# design 1

design_1/layer_met2.png
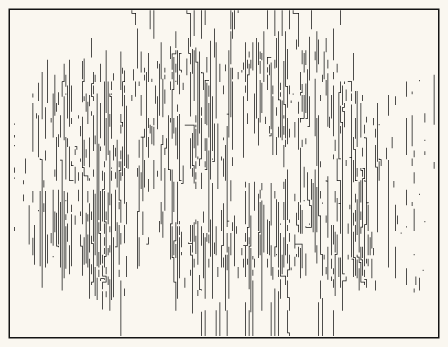

File: config.mk
export PLATFORM = sky130hd
export DESIGN_NAME = fifo_rd_stream_bridge_flat
export DESIGN_NICKNAME = d
export VERILOG_FILES = /design/src/rtl/fifo_rd_stream_bridge_if.sv /design/src/rtl/fifo_rd_stream_bridge.sv /design/src/flat_wrapper.sv
export SDC_FILE = /design/constraint.sdc
export NUM_CORES = 1
export LEC_CHECK = 0
export ABC_AREA = 1
export CAP_MARGIN = 20
export CORE_ASPECT_RATIO = 0.75
export CORE_MARGIN = 3
export CORE_UTILIZATION = 43
export DETAILED_ROUTE_END_ITERATION = 7
export PLACE_DENSITY = 0.8
export SYNTH_ARGS = -nofsm -noshare
export SYNTH_HDL_FRONTEND = slang
export SYNTH_SLANG_ARGS = --single-unit
File: constraint.sdc
create_clock -name clk -period 2.4 [get_ports clk]
set_clock_uncertainty 0.15 [all_clocks]
set_input_delay 0.48 -clock clk [delete_from_list [all_inputs] [get_ports clk]]
set_output_delay 0.48 -clock clk [all_outputs]
set_load 0.01 [all_outputs]
File: src/rtl/fifo_rd_stream_bridge_if.sv
// Bundles the FIFO read port and the outgoing ready/valid stream of the bridge.
// Valid/ready: a word moves on a rising edge where B_valid and B_ready are both 1; B_valid never drops without that transfer or a flush.
interface fifo_rd_stream_bridge_if #(
    parameter int DATA_WIDTH = 32
);
    logic                  fifo_r_req;
    logic                  fifo_r_stall;
    logic [DATA_WIDTH-1:0] fifo_r_data;
    logic                  B_valid;
    logic [DATA_WIDTH-1:0] B_data;
    logic                  B_ready;

    modport master (
        output fifo_r_req,
        input  fifo_r_stall,
        input  fifo_r_data,
        output B_valid,
        output B_data,
        input  B_ready
    );

    modport slave (
        input  fifo_r_req,
        output fifo_r_stall,
        output fifo_r_data,
        input  B_valid,
        input  B_data,
        output B_ready
    );
endinterface

File: src/rtl/fifo_rd_stream_bridge.sv
// Prefetching read adapter: pops a one-cycle-latency FIFO into a 2-entry buffer
// and presents the head word as a ready/valid stream.
module fifo_rd_stream_bridge #(
    parameter int DATA_WIDTH = 32
) (
    input  logic                    clk,
    input  logic                    reset_n,
    input  logic                    flush,
    fifo_rd_stream_bridge_if.master bus,
    output logic [1:0]              level
);
    logic [1:0]            count_q, count_d;
    logic                  inflight_q, inflight_d;
    logic [DATA_WIDTH-1:0] e0_q, e0_d;
    logic [DATA_WIDTH-1:0] e1_q, e1_d;

    logic       pop;
    logic       issue;
    logic       capture;
    logic [1:0] after_pop;
    logic [2:0] occupancy;

    always_comb begin
        pop       = (count_q != 2'd0) & bus.B_ready & ~flush;
        after_pop = count_q - {1'b0, pop};
        occupancy = {1'b0, after_pop} + {2'b00, inflight_q};
        // Gated by reset_n so no pop request escapes while the bridge is held in reset.
        issue     = reset_n & ~flush & ~bus.fifo_r_stall & (occupancy <= 3'd1);
        capture   = inflight_q & ~flush;

        count_d    = after_pop;
        inflight_d = issue;
        e0_d       = e0_q;
        e1_d       = e1_q;

        if (pop && count_q == 2'd2) begin
            e0_d = e1_q;
        end

        // Returning word lands in the first slot free after this cycle's pop.
        if (capture) begin
            case (after_pop)
                2'd0: begin
                    e0_d    = bus.fifo_r_data;
                    count_d = 2'd1;
                end
                2'd1: begin
                    e1_d    = bus.fifo_r_data;
                    count_d = 2'd2;
                end
                default: ;
            endcase
        end

        if (flush) begin
            count_d    = 2'd0;
            inflight_d = 1'b0;
        end
    end

    always_ff @(posedge clk or negedge reset_n) begin
        if (!reset_n) begin
            count_q    <= 2'd0;
            inflight_q <= 1'b0;
            e0_q       <= '0;
            e1_q       <= '0;
        end else begin
            count_q    <= count_d;
            inflight_q <= inflight_d;
            e0_q       <= e0_d;
            e1_q       <= e1_d;
        end
    end

    assign bus.fifo_r_req = issue;
    assign bus.B_valid    = (count_q != 2'd0);
    assign bus.B_data     = e0_q;
    assign level          = count_q;
endmodule

File: src/flat_wrapper.sv
// flat-port wrapper written by rule: the top's interface ports become plain ports
module fifo_rd_stream_bridge_flat 
#(
    parameter int DATA_WIDTH = 32
)
  (clk, reset_n, flush, level, bus_fifo_r_req, bus_fifo_r_stall, bus_fifo_r_data, bus_B_valid, bus_B_data, bus_B_ready);
  fifo_rd_stream_bridge_if #(.DATA_WIDTH(DATA_WIDTH)) bus_i ();
  input  logic clk;
  input  logic reset_n;
  input  logic flush;
  output logic [1:0] level;
  output wire logic [$bits(bus_i.fifo_r_req)-1:0] bus_fifo_r_req;
  input wire logic [$bits(bus_i.fifo_r_stall)-1:0] bus_fifo_r_stall;
  input wire logic [$bits(bus_i.fifo_r_data)-1:0] bus_fifo_r_data;
  output wire logic [$bits(bus_i.B_valid)-1:0] bus_B_valid;
  output wire logic [$bits(bus_i.B_data)-1:0] bus_B_data;
  input wire logic [$bits(bus_i.B_ready)-1:0] bus_B_ready;
  assign bus_fifo_r_req = bus_i.fifo_r_req;
  assign bus_i.fifo_r_stall = bus_fifo_r_stall;
  assign bus_i.fifo_r_data = bus_fifo_r_data;
  assign bus_B_valid = bus_i.B_valid;
  assign bus_B_data = bus_i.B_data;
  assign bus_i.B_ready = bus_B_ready;
  fifo_rd_stream_bridge #(.DATA_WIDTH(DATA_WIDTH)) u_core (.clk(clk), .reset_n(reset_n), .flush(flush), .bus(bus_i), .level(level));
endmodule
# design 2

**config.mk**
```make
export PLATFORM = sky130hd
export DESIGN_NAME = serial_pattern_tx
export DESIGN_NICKNAME = d
export VERILOG_FILES = /design/src/rtl/serial_tx_pkg.sv /design/src/rtl/serial_pattern_tx.sv
export SDC_FILE = /design/constraint.sdc
export NUM_CORES = 1
export LEC_CHECK = 0
export CAP_MARGIN = 0
export CORE_MARGIN = 8
export CORE_UTILIZATION = 30
export DETAILED_ROUTE_END_ITERATION = 8
export PLACE_DENSITY_LB_ADDON = 0.2
export SLEW_MARGIN = 20
export SYNTH_ARGS = -nofsm -noshare
export SYNTH_HDL_FRONTEND = slang
export SYNTH_SLANG_ARGS = --single-unit
```
**constraint.sdc**
```tcl
create_clock -name clk -period 2 [get_ports clk]
set_input_delay 0.4 -clock clk [delete_from_list [all_inputs] [get_ports clk]]
set_output_delay 0.4 -clock clk [all_outputs]
set_load 0.02 [all_outputs]
```
**src/rtl/serial_tx_pkg.sv**
```systemverilog
// Shared types and defaults for the serial pattern transmitter.
package serial_tx_pkg;

    localparam int WIDTH_DEF = 14;

    typedef enum logic [1:0] {
        IDLE   = 2'd0,
        SHIFT  = 2'd1,
        PARITY = 2'd2
    } state_e;

endpackage

```
**src/rtl/serial_pattern_tx.sv**
```systemverilog
// Parallel-in, LSB-first serial transmitter with a valid/ready handshake.
// Optional even-parity trailer bit when SERIAL_TX_PARITY_EN is defined.
module serial_pattern_tx
    import serial_tx_pkg::*;
#(
    parameter int WIDTH = WIDTH_DEF
) (
    input  logic             clk,
    input  logic             rstn,
    input  logic [WIDTH-1:0] word,
    input  logic             valid,
    output logic             ready,
    output logic             out,
    output logic             out_valid,
    output logic             done
);

    localparam int CW = $clog2(WIDTH + 1);

    state_e           state_q, state_d;
    logic [CW-1:0]    cnt_q, cnt_d;
    logic [WIDTH-1:0] sr_q, sr_d;
    logic             out_q, out_d;
    logic             accept;
    logic             last_bit;
    logic             frame_end;

    assign last_bit = (state_q == SHIFT) && (cnt_q == CW'(WIDTH - 1));
    assign accept   = valid && ready;

`ifdef SERIAL_TX_PARITY_EN
    logic par_q, par_d;
    assign frame_end = (state_q == PARITY);
`else
    assign frame_end = last_bit;
`endif

    // State register
    always_ff @(posedge clk or negedge rstn) begin
        if (!rstn) state_q <= IDLE;
        else       state_q <= state_d;
    end

    // Next-state logic
    always_comb begin
        state_d = state_q;
        case (state_q)
            IDLE:  if (accept) state_d = SHIFT;
            SHIFT: begin
                if (last_bit) begin
`ifdef SERIAL_TX_PARITY_EN
                    state_d = PARITY;
`else
                    state_d = accept ? SHIFT : IDLE;
`endif
                end
            end
`ifdef SERIAL_TX_PARITY_EN
            PARITY: state_d = accept ? SHIFT : IDLE;
`endif
            default: state_d = IDLE;
        endcase
    end

    // Handshake and framing outputs
    always_comb begin
        ready     = (state_q == IDLE) || frame_end;
        done      = frame_end;
        out_valid = (state_q != IDLE);
    end

    // Datapath: out_q holds the bit on the wire, sr_q[0] is the next one
    always_comb begin
        sr_d  = sr_q;
        cnt_d = cnt_q;
        out_d = out_q;
`ifdef SERIAL_TX_PARITY_EN
        par_d = par_q;
`endif
        if (accept) begin
            sr_d  = word >> 1;
            out_d = word[0];
            cnt_d = '0;
`ifdef SERIAL_TX_PARITY_EN
            par_d = ^word;
`endif
        end else if ((state_q == SHIFT) && !last_bit) begin
            sr_d  = sr_q >> 1;
            out_d = sr_q[0];
            cnt_d = cnt_q + CW'(1);
`ifdef SERIAL_TX_PARITY_EN
        end else if (last_bit) begin
            out_d = par_q;
`endif
        end else begin
            out_d = 1'b0;
            cnt_d = '0;
        end
    end

    always_ff @(posedge clk or negedge rstn) begin
        if (!rstn) begin
            sr_q  <= '0;
            cnt_q <= '0;
            out_q <= 1'b0;
        end else begin
            sr_q  <= sr_d;
            cnt_q <= cnt_d;
            out_q <= out_d;
        end
    end

`ifdef SERIAL_TX_PARITY_EN
    always_ff @(posedge clk or negedge rstn) begin
        if (!rstn) par_q <= 1'b0;
        else       par_q <= par_d;
    end
`endif

    assign out = out_q;

endmodule

```
# design 3

$ cat src/rtl/mcu_pkg.sv
// Shared definitions for the MCU front end: RV32 major opcodes, the
// canonical NOP, and the fetch-unit state encoding.
package mcu_pkg;
  localparam logic [6:0] OP_RTYPE  = 7'b0110011;
  localparam logic [6:0] OP_ITYPE  = 7'b0010011;
  localparam logic [6:0] OP_LOAD   = 7'b0000011;
  localparam logic [6:0] OP_STORE  = 7'b0100011;
  localparam logic [6:0] OP_BRANCH = 7'b1100011;
  localparam logic [6:0] OP_JAL    = 7'b1101111;
  localparam logic [6:0] OP_JALR   = 7'b1100111;

  localparam logic [31:0] NOP_INSTR = 32'h0000_0013;  // addi x0,x0,0

  typedef enum logic [1:0] {
    ST_RESET = 2'd0,
    ST_FETCH = 2'd1,
    ST_HOLD  = 2'd2,
    ST_FLUSH = 2'd3
  } fetch_state_e;
endpackage

$ cat src/rtl/ifu_skid_buf.sv
// One-entry {instr, pc} skid buffer for the fetch unit.
//   i_load  : capture i_instr/i_pc (entry becomes valid)
//   i_pop   : entry consumed (becomes empty)
//   i_flush : discard entry; wins over load/pop
//   o_valid/o_instr/o_pc : buffered entry
module ifu_skid_buf #(
  parameter int XLEN = 32
) (
  input  logic            i_clk,
  input  logic            i_rst,
  input  logic            i_load,
  input  logic            i_pop,
  input  logic            i_flush,
  input  logic [31:0]     i_instr,
  input  logic [XLEN-1:0] i_pc,
  output logic            o_valid,
  output logic [31:0]     o_instr,
  output logic [XLEN-1:0] o_pc
);
  logic            r_valid;
  logic [31:0]     r_instr;
  logic [XLEN-1:0] r_pc;

  always_ff @(posedge i_clk) begin
    if (i_rst || i_flush) begin
      r_valid <= 1'b0;
    end else if (i_load) begin
      r_valid <= 1'b1;
    end else if (i_pop) begin
      r_valid <= 1'b0;
    end
    // Payload needs no reset; it is qualified by r_valid.
    if (i_load) begin
      r_instr <= i_instr;
      r_pc    <= i_pc;
    end
  end

  assign o_valid = r_valid;
  assign o_instr = r_instr;
  assign o_pc    = r_pc;
endmodule

$ cat src/rtl/instr_fetch_unit.sv
// Instruction fetch unit: holds the PC, runs the req/ack handshake with
// instruction memory and presents {instr, pc, opcode} to decode. A one-entry
// skid buffer absorbs a stall that lands on a returning response; redirects
// flush everything and, if a request is in flight, wait out its response.
//   i_clk, i_rst            : clock, synchronous active-high reset
//   o_imem_req/o_imem_addr  : fetch request (held until i_imem_ack)
//   i_imem_ack/i_imem_rdata : memory response
//   i_stall                 : decode cannot accept the output
//   i_redirect/i_redirect_pc: taken branch/JAL/JALR target
//   o_instr_valid/o_instr/o_instr_pc/o_opcode : decode-side output
//   o_fetch_misaligned      : sticky flag for a misaligned redirect target
module instr_fetch_unit
  import mcu_pkg::*;
#(
  parameter int              XLEN     = 32,
  parameter logic [XLEN-1:0] RESET_PC = '0
) (
  input  logic            i_clk,
  input  logic            i_rst,
  output logic            o_imem_req,
  output logic [XLEN-1:0] o_imem_addr,
  input  logic            i_imem_ack,
  input  logic [31:0]     i_imem_rdata,
  input  logic            i_stall,
  input  logic            i_redirect,
  input  logic [XLEN-1:0] i_redirect_pc,
  output logic            o_instr_valid,
  output logic [31:0]     o_instr,
  output logic [XLEN-1:0] o_instr_pc,
  output logic [6:0]      o_opcode,
  output logic            o_fetch_misaligned
);
  fetch_state_e    r_state, w_next;
  // r_addr is the address on the bus; r_pc is where fetching resumes. They
  // differ only in FLUSH, where the bus must keep the old address.
  logic [XLEN-1:0] r_addr, r_pc;
  logic            r_valid, r_misaligned;
  logic [31:0]     r_instr;
  logic [XLEN-1:0] r_instr_pc;

  logic            w_redir, w_consume, w_free;
  logic [XLEN-1:0] w_tgt;
  logic            w_skid_vld, w_skid_load, w_skid_pop;
  logic [31:0]     w_skid_instr;
  logic [XLEN-1:0] w_skid_pc;

  assign w_redir   = i_redirect && (r_state != ST_RESET);
  assign w_consume = r_valid && !i_stall;
  assign w_free    = !r_valid || !i_stall;
  assign w_tgt     = {i_redirect_pc[XLEN-1:2], 2'b00};

  assign w_skid_load = (r_state == ST_FETCH) && i_imem_ack && !w_redir && !w_free;
  assign w_skid_pop  = (r_state == ST_HOLD) && w_consume && !w_redir;

  ifu_skid_buf #(.XLEN(XLEN)) u_skid (
    .i_clk   (i_clk),
    .i_rst   (i_rst),
    .i_load  (w_skid_load),
    .i_pop   (w_skid_pop),
    .i_flush (w_redir),
    .i_instr (i_imem_rdata),
    .i_pc    (r_addr),
    .o_valid (w_skid_vld),
    .o_instr (w_skid_instr),
    .o_pc    (w_skid_pc)
  );

  // State register
  always_ff @(posedge i_clk) begin
    if (i_rst) r_state <= ST_RESET;
    else       r_state <= w_next;
  end

  // Next-state logic
  always_comb begin
    w_next = r_state;
    case (r_state)
      ST_RESET: w_next = ST_FETCH;
      ST_FETCH: begin
        if (w_redir)                     w_next = i_imem_ack ? ST_FETCH : ST_FLUSH;
        else if (i_imem_ack && !w_free)  w_next = ST_HOLD;
      end
      ST_HOLD:  if (w_redir || w_consume) w_next = ST_FETCH;
      ST_FLUSH: if (i_imem_ack)           w_next = ST_FETCH;
      default:  w_next = ST_RESET;
    endcase
  end

  // Outputs
  always_comb begin
    o_imem_req = 1'b0;
    if (r_state == ST_FETCH || r_state == ST_FLUSH) o_imem_req = 1'b1;
  end

  // Datapath: PC, output register, sticky misalignment flag
  always_ff @(posedge i_clk) begin
    if (i_rst) begin
      r_addr       <= RESET_PC;
      r_pc         <= RESET_PC;
      r_valid      <= 1'b0;
      r_instr      <= NOP_INSTR;
      r_instr_pc   <= RESET_PC;
      r_misaligned <= 1'b0;
    end else begin
      case (r_state)
        ST_FETCH: begin
          if (w_redir) begin
            r_pc <= w_tgt;
            if (i_imem_ack) r_addr <= w_tgt;  // response dropped, next request at target
          end else if (i_imem_ack) begin
            r_addr <= r_addr + XLEN'(4);
            r_pc   <= r_addr + XLEN'(4);
          end
        end
        ST_HOLD: begin
          if (w_redir) begin
            r_addr <= w_tgt;
            r_pc   <= w_tgt;
          end
        end
        ST_FLUSH: begin
          if (w_redir) r_pc <= w_tgt;
          if (i_imem_ack) r_addr <= w_redir ? w_tgt : r_pc;
        end
        default: ;
      endcase

      if (w_redir) begin
        r_valid <= 1'b0;
      end else if (r_state == ST_FETCH && i_imem_ack && w_free) begin
        r_valid    <= 1'b1;
        r_instr    <= i_imem_rdata;
        r_instr_pc <= r_addr;
      end else if (w_skid_pop && w_skid_vld) begin
        r_valid    <= 1'b1;
        r_instr    <= w_skid_instr;
        r_instr_pc <= w_skid_pc;
      end else if (w_consume) begin
        r_valid <= 1'b0;
      end

      if (w_redir && (i_redirect_pc[1:0] != 2'b00)) r_misaligned <= 1'b1;
    end
  end

  assign o_imem_addr        = r_addr;
  assign o_instr_valid      = r_valid;
  assign o_instr            = r_instr;
  assign o_instr_pc         = r_instr_pc;
  assign o_opcode           = r_instr[6:0];
  assign o_fetch_misaligned = r_misaligned;
endmodule
$ cat config.mk
export PLATFORM = sky130hd
export DESIGN_NAME = instr_fetch_unit
export DESIGN_NICKNAME = d
export VERILOG_FILES = /design/src/rtl/mcu_pkg.sv /design/src/rtl/ifu_skid_buf.sv /design/src/rtl/instr_fetch_unit.sv
export SDC_FILE = /design/constraint.sdc
export NUM_CORES = 1
export LEC_CHECK = 0
export CAP_MARGIN = 0
export CORE_MARGIN = 3
export CORE_UTILIZATION = 40
export DETAILED_ROUTE_END_ITERATION = 12
export PLACE_DENSITY_LB_ADDON = 0.12
export SYNTH_ARGS = -nofsm -noshare
export SYNTH_HDL_FRONTEND = slang
export SYNTH_SLANG_ARGS = --single-unit
$ cat constraint.sdc
create_clock -name i_clk -period 6.8 [get_ports i_clk]
set_input_delay 1.36 -clock i_clk [delete_from_list [all_inputs] [get_ports i_clk]]
set_output_delay 1.36 -clock i_clk [all_outputs]
set_load 0.01 [all_outputs]

==> screenshots <==
Signal wires on met3.
picture 1
Scale bar: 20 µm.
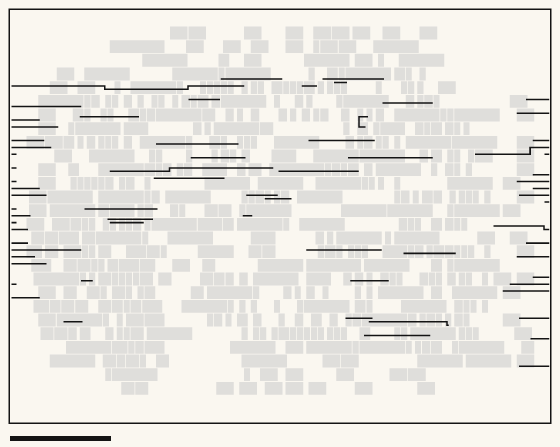
picture 2
Scale bar: 20 µm.
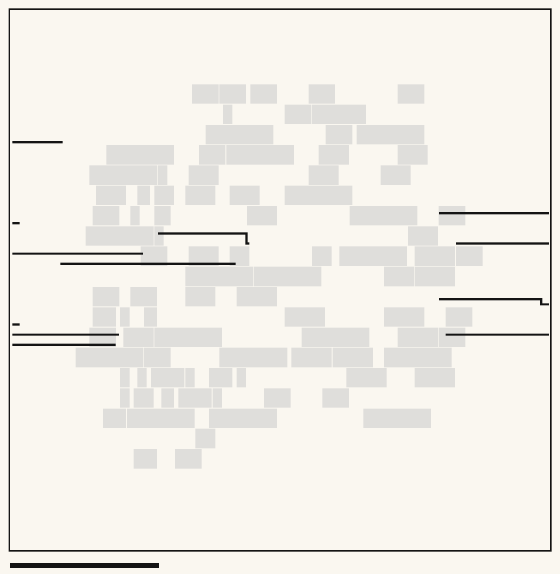
picture 3
Scale bar: 50 µm.
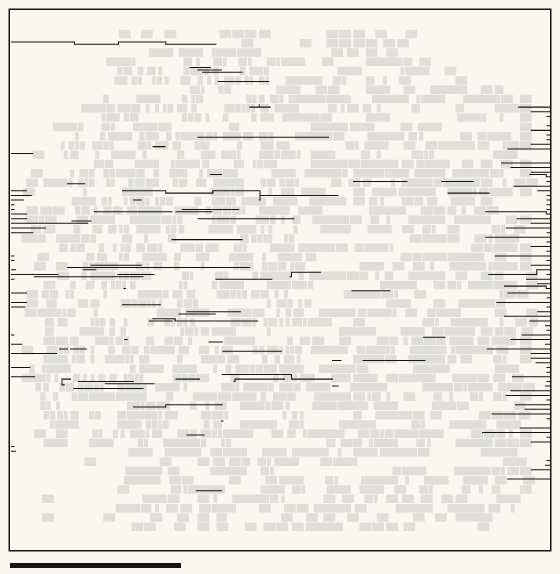
Design 3 is picture 3.
Design 1 is picture 1.
Design 2 is picture 2.
Of these, largest die: picture 3
Of these, smallest die: picture 2

design_2/layer_met1.png
Scale bar: 20 µm. Supply wires on this layer in gray.
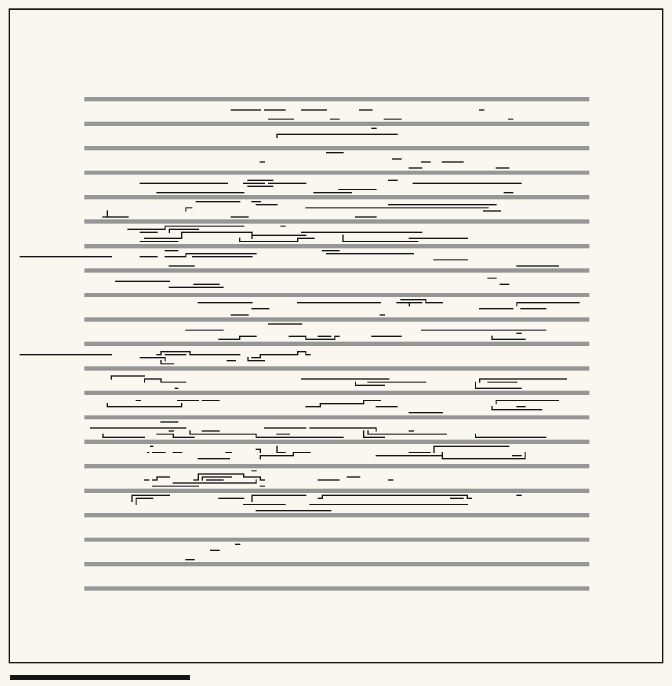
longest straight run: 20.2 µm
share of all routed wire: 42%
nets with wire on the layer: 95
main direction: horizontal
GR Layer Usage met1: 8.34%
via count: 571
total wire length: 1730 µm

==> impl_metrics.env, design 2 <==
# implementation run metrics
export IMPL_required_ps=1600
export IMPL_synth_distinct_cells=18
export IMPL_cts_made_buffers=3
export IMPL_grt_max_degree=20
export IMPL_cp_depth=5
export IMPL_postSynth_asyncResetShare_pct=100
export IMPL_end_kind="output pin"
export IMPL_ys_sh_aoi_pct=1.05
export IMPL_grtUsageMet3_pct=4.27
export IMPL_grt_first_pass_wirelength_um=3080
export IMPL_top_area_share_pct=49.7
export IMPL_portBuffers=20
export IMPL_viasPerCell=4.23
export IMPL_synth_area_top_cells="dfrtp_1, mux2_4, mux2_2, ha_1, buf_6"
export IMPL_most_common_cell="dfrtp_1"
export IMPL_largest_reg_flops=13
export IMPL_place_area_mm2=0.00120
export IMPL_core_mm2=0.00305
export IMPL_overflow=0
export IMPL_n_all_inverters=3
export IMPL_cpPeakStageDelay_ps=410
export IMPL_yosys_cells=67
export IMPL_seq_share_pct=38.7
export IMPL_die_h_um=72.5
export IMPL_cts_tree="done"
export IMPL_final_cell_mix="dfrtp_1, clkdlybuf4s50_1, mux2_2, mux2_4, nor2_1"
export IMPL_ff2ff_path_depth=6
export IMPL_buffer_area_share_pct=18.9
export IMPL_rsz0062_at_grt="false"
export IMPL_power_density_mw_per_mm2=1070
export IMPL_regToRegSetupSlack_ps=440
export IMPL_synth_seq_share_pct=49.7
export IMPL_ff_type="dfrtp_1"
export IMPL_warning_count=27
export IMPL_worstMarginPinSlew_ps=250
export IMPL_slowest_stage="dfrtp_1"
export IMPL_common_cells="dfrtp_1, mux2_2, mux2_4"
export IMPL_drive_above_1_share_pct=34.1
export IMPL_cts_root_buf="clkbuf_4"
export IMPL_clock_skew_final_ps=2.69
export IMPL_status="finished clean"
export IMPL_synth_logic_top_family="multiplexers"
-- design 2: per-layer routing --
layer / vias to the layer above / wire length [µm]
met5: - / 0
met4: 0 / 16
met3: 2 / 144
met2: 12 / 839
met1: 281 / 731
li1: 276 / -
-- design 2: timing repair --
action | CTS | global route
resized | 2 | 0
setup endpoints to repair | 2 | 0
buffers inserted | 0 | 0
-- design 2: power by group through the flow --
stage / sequential (µW) / combinational (µW) / clock, µW
finish: 613 / 504 / 195
global route: 636 / 560 / 225
CTS: 615 / 516 / 206
detailed placement: 622 / 522 / 0
global placement: 618 / 514 / 0
floorplan: 612 / 387 / 0
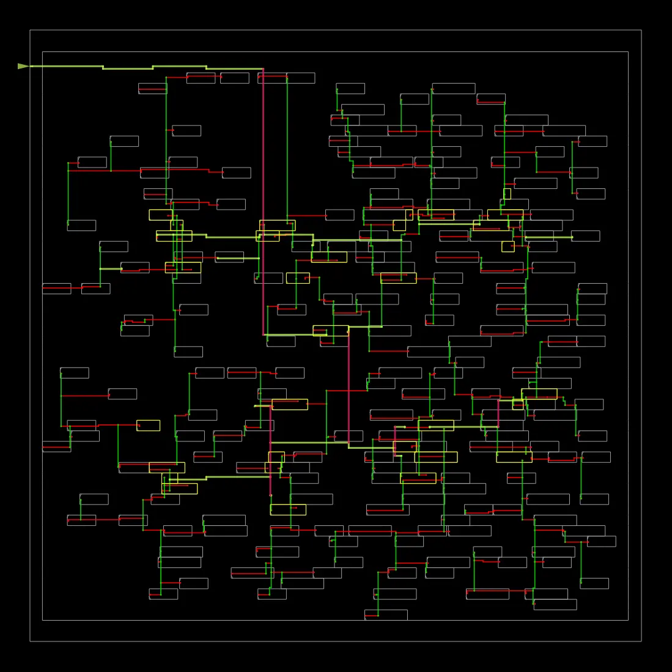
design_3/clocks.png
Clock net power: 1040 µW
clock latency on the worst-skew pair: 440 ps

==> impl_metrics.env, design 3 <==
# implementation run metrics
export IMPL_rsz0062_at_grt="false"
export IMPL_clock_skew_final_ps=16.3
export IMPL_required_ps=7150
export IMPL_setup_viol=0
export IMPL_largest_cell_class="registers"
export IMPL_holdPathStages=2
export IMPL_leakage_uw=0.00391
export IMPL_dieArea_mm2=0.0249
export IMPL_warning_count=28
export IMPL_status="finished clean"
export IMPL_n_all_buffers=186
export IMPL_maxCapViolCount=0
export IMPL_track_usage_pct=19.9
export IMPL_met1_usage_pct=29.3
export IMPL_ys_sh_xor_pct=2.47
export IMPL_final_core_util_pct=52.6
export IMPL_cts_tree="done"
export IMPL_comb_multi_input_count=667
export IMPL_yosys_warnings=0
export IMPL_first_iter_violations=386
export IMPL_design_seq_count=197
export IMPL_routed_wl_um=25200
export IMPL_drtAntennaViolNets=0
export IMPL_ys_area_mm2=0.00924
export IMPL_fp_nets=1033
export IMPL_grt_first_pass_wirelength_um=39100
export IMPL_drive_above_1_share_pct=8.49
export IMPL_hold_viol_final=0
export IMPL_wl_per_cell_um=18.3
export IMPL_synth_area_mm2=0.00924
export IMPL_use_met2_pct=30.3
export IMPL_ff2ff_path_depth=7
export IMPL_start_kind="input port"
export IMPL_slowest_stage="and2_0"
design 3: through the flow:
stage               setup WS (ps)  hold slack [ps]  total power, µW  instances  cell area, µm²
detailed placement           1590              443             1840       1343           11100
CTS                          2050              453             2870       1375           11700
global placement             1650              438             1830       1343           11100
finish                       2070              455             2850       1375           11700
global route                 1740              466             2970       1375           11700
floorplan                    1250              456             1620        963            9240
design 3: report_power, final:
| part | switching, µW | leakage [µW] | total, µW | internal (µW) |
|---|---|---|---|---|
| logic | 236 | 0.00194 | 462 | 225 |
| registers | 71.5 | 0.00167 | 1350 | 1280 |
| clock network | 506 | 0.000298 | 1040 | 531 |
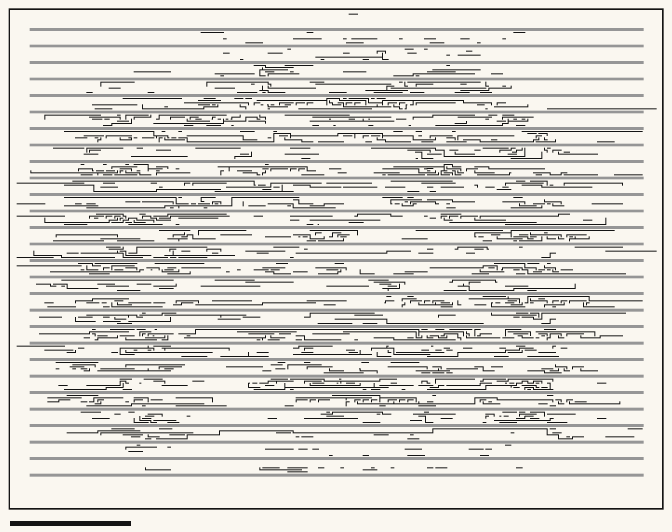
design_1/layer_met1.png
Scale bar: 20 µm. Supply wires on this layer in gray.
main direction: horizontal
longest straight run: 36.8 µm
via count: 3,088
total wire length: 8750 µm
GR Layer Usage met1: 28.0%

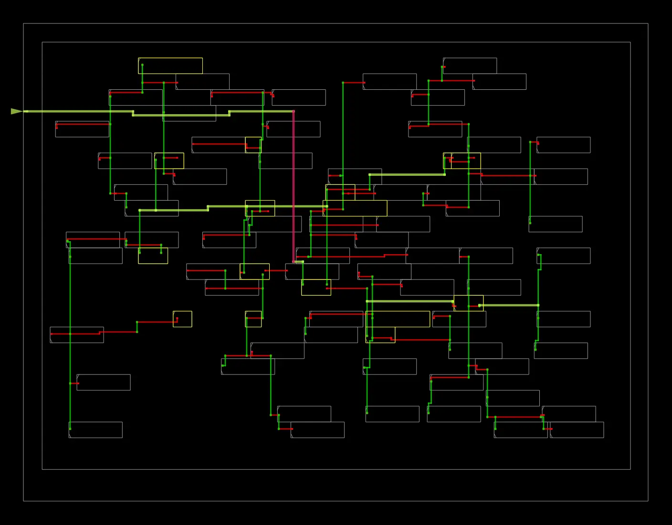
design_1/clocks.png
total CTS buffers: 9
clock buf count: 10
clock latency on the worst-skew pair: 330 ps

Notes on design_1/layer_met2.png above:
wire length on this layer: 4,310 µm
nets with wire on the layer: 406
GR Util met2: 35.4%

==> impl_metrics.env, design 1 <==
# implementation run metrics
export IMPL_powerClk_uw=1130
export IMPL_finalWorstSetupSlack_ps=-339
export IMPL_layout_cells_most_common="nand2_1"
export IMPL_fp_nets=469
export IMPL_path_class="reg2out"
export IMPL_power_top_group="registers"
export IMPL_dieArea_mm2=0.00882
export IMPL_largest_cell_class="registers"
export IMPL_ys_area_mm2=0.00332
export IMPL_cts_root_buf="clkbuf_8"
export IMPL_fin_cells=624
export IMPL_min_path_type="in2async"
export IMPL_top_area_share_pct=50.5
export IMPL_num_tap_cells=101
export IMPL_nNetsFinal=559
export IMPL_cts_setup_buffers=8
export IMPL_ioPinCount=73
export IMPL_dp_hpwl_um=5510
export IMPL_status="complete, but fails checks"
export IMPL_seq_share_pct=36.4
export IMPL_gp_congestion=0.790
export IMPL_maxCapViolCount=0
export IMPL_start_kind="register"
export IMPL_routed_top_layer="met4"
export IMPL_comb_area_mm2=0.00139
export IMPL_ir_worst_vdd_mv=0.609
export IMPL_violations="setup timing"
export IMPL_core_mm2=0.00743
export IMPL_worstMarginPinSlew_ps=860
export IMPL_mux_share_pct=0
export IMPL_synth_seq_share_pct=50.5
export IMPL_drc=0
export IMPL_postSynth_asyncResetShare_pct=100
export IMPL_holdWs_ps=321
export IMPL_relSlewSlack_pct=42.6
export IMPL_largest_area_cell="dfrtp_1"
export IMPL_switching_share_pct=31.1
export IMPL_slowest_stage="dfrtp_1"
export IMPL_required_ps=1770
export IMPL_holdBufCountCts=1
export IMPL_finalCritPeriodShare_pct=114
export IMPL_rsz0062_at_grt="true"
export IMPL_ys_sh_xor_pct=0
export IMPL_n_fill_cell=665
export IMPL_synth_cells=428
export IMPL_portBuffers=72
export IMPL_drive_above_1_share_pct=14.3
export IMPL_setup_viol=2
export IMPL_antenna_found_initial=0
export IMPL_power_frac_comb_pct=34.4
export IMPL_wl_met2_um=4310
export IMPL_ys_ff=67
export IMPL_power_density_mw_per_mm2=939
## design 1: path summary, 6_finish.rpt
kind | start | end | slack, ps | cells after the start
worst min-delay path | reset_n | u_core.bus.B_data[27] | 320 | 2
worst max register to register | u_core.level[0] | u_core.bus.B_data[18] | 190 | 14
max in group asynchronous | reset_n | u_core.bus.B_data[29] | 750 | 3
min in group clk | u_core.e1_q[13] | u_core.e1_q[13] | 350 | 2
worst max-delay path | u_core.level[0] | bus_fifo_r_req | -340 | 12
worst min register to register | u_core.e1_q[13] | u_core.e1_q[13] | 350 | 2

Power figures rest on the tool's default switching activity, not on a simulated workload.
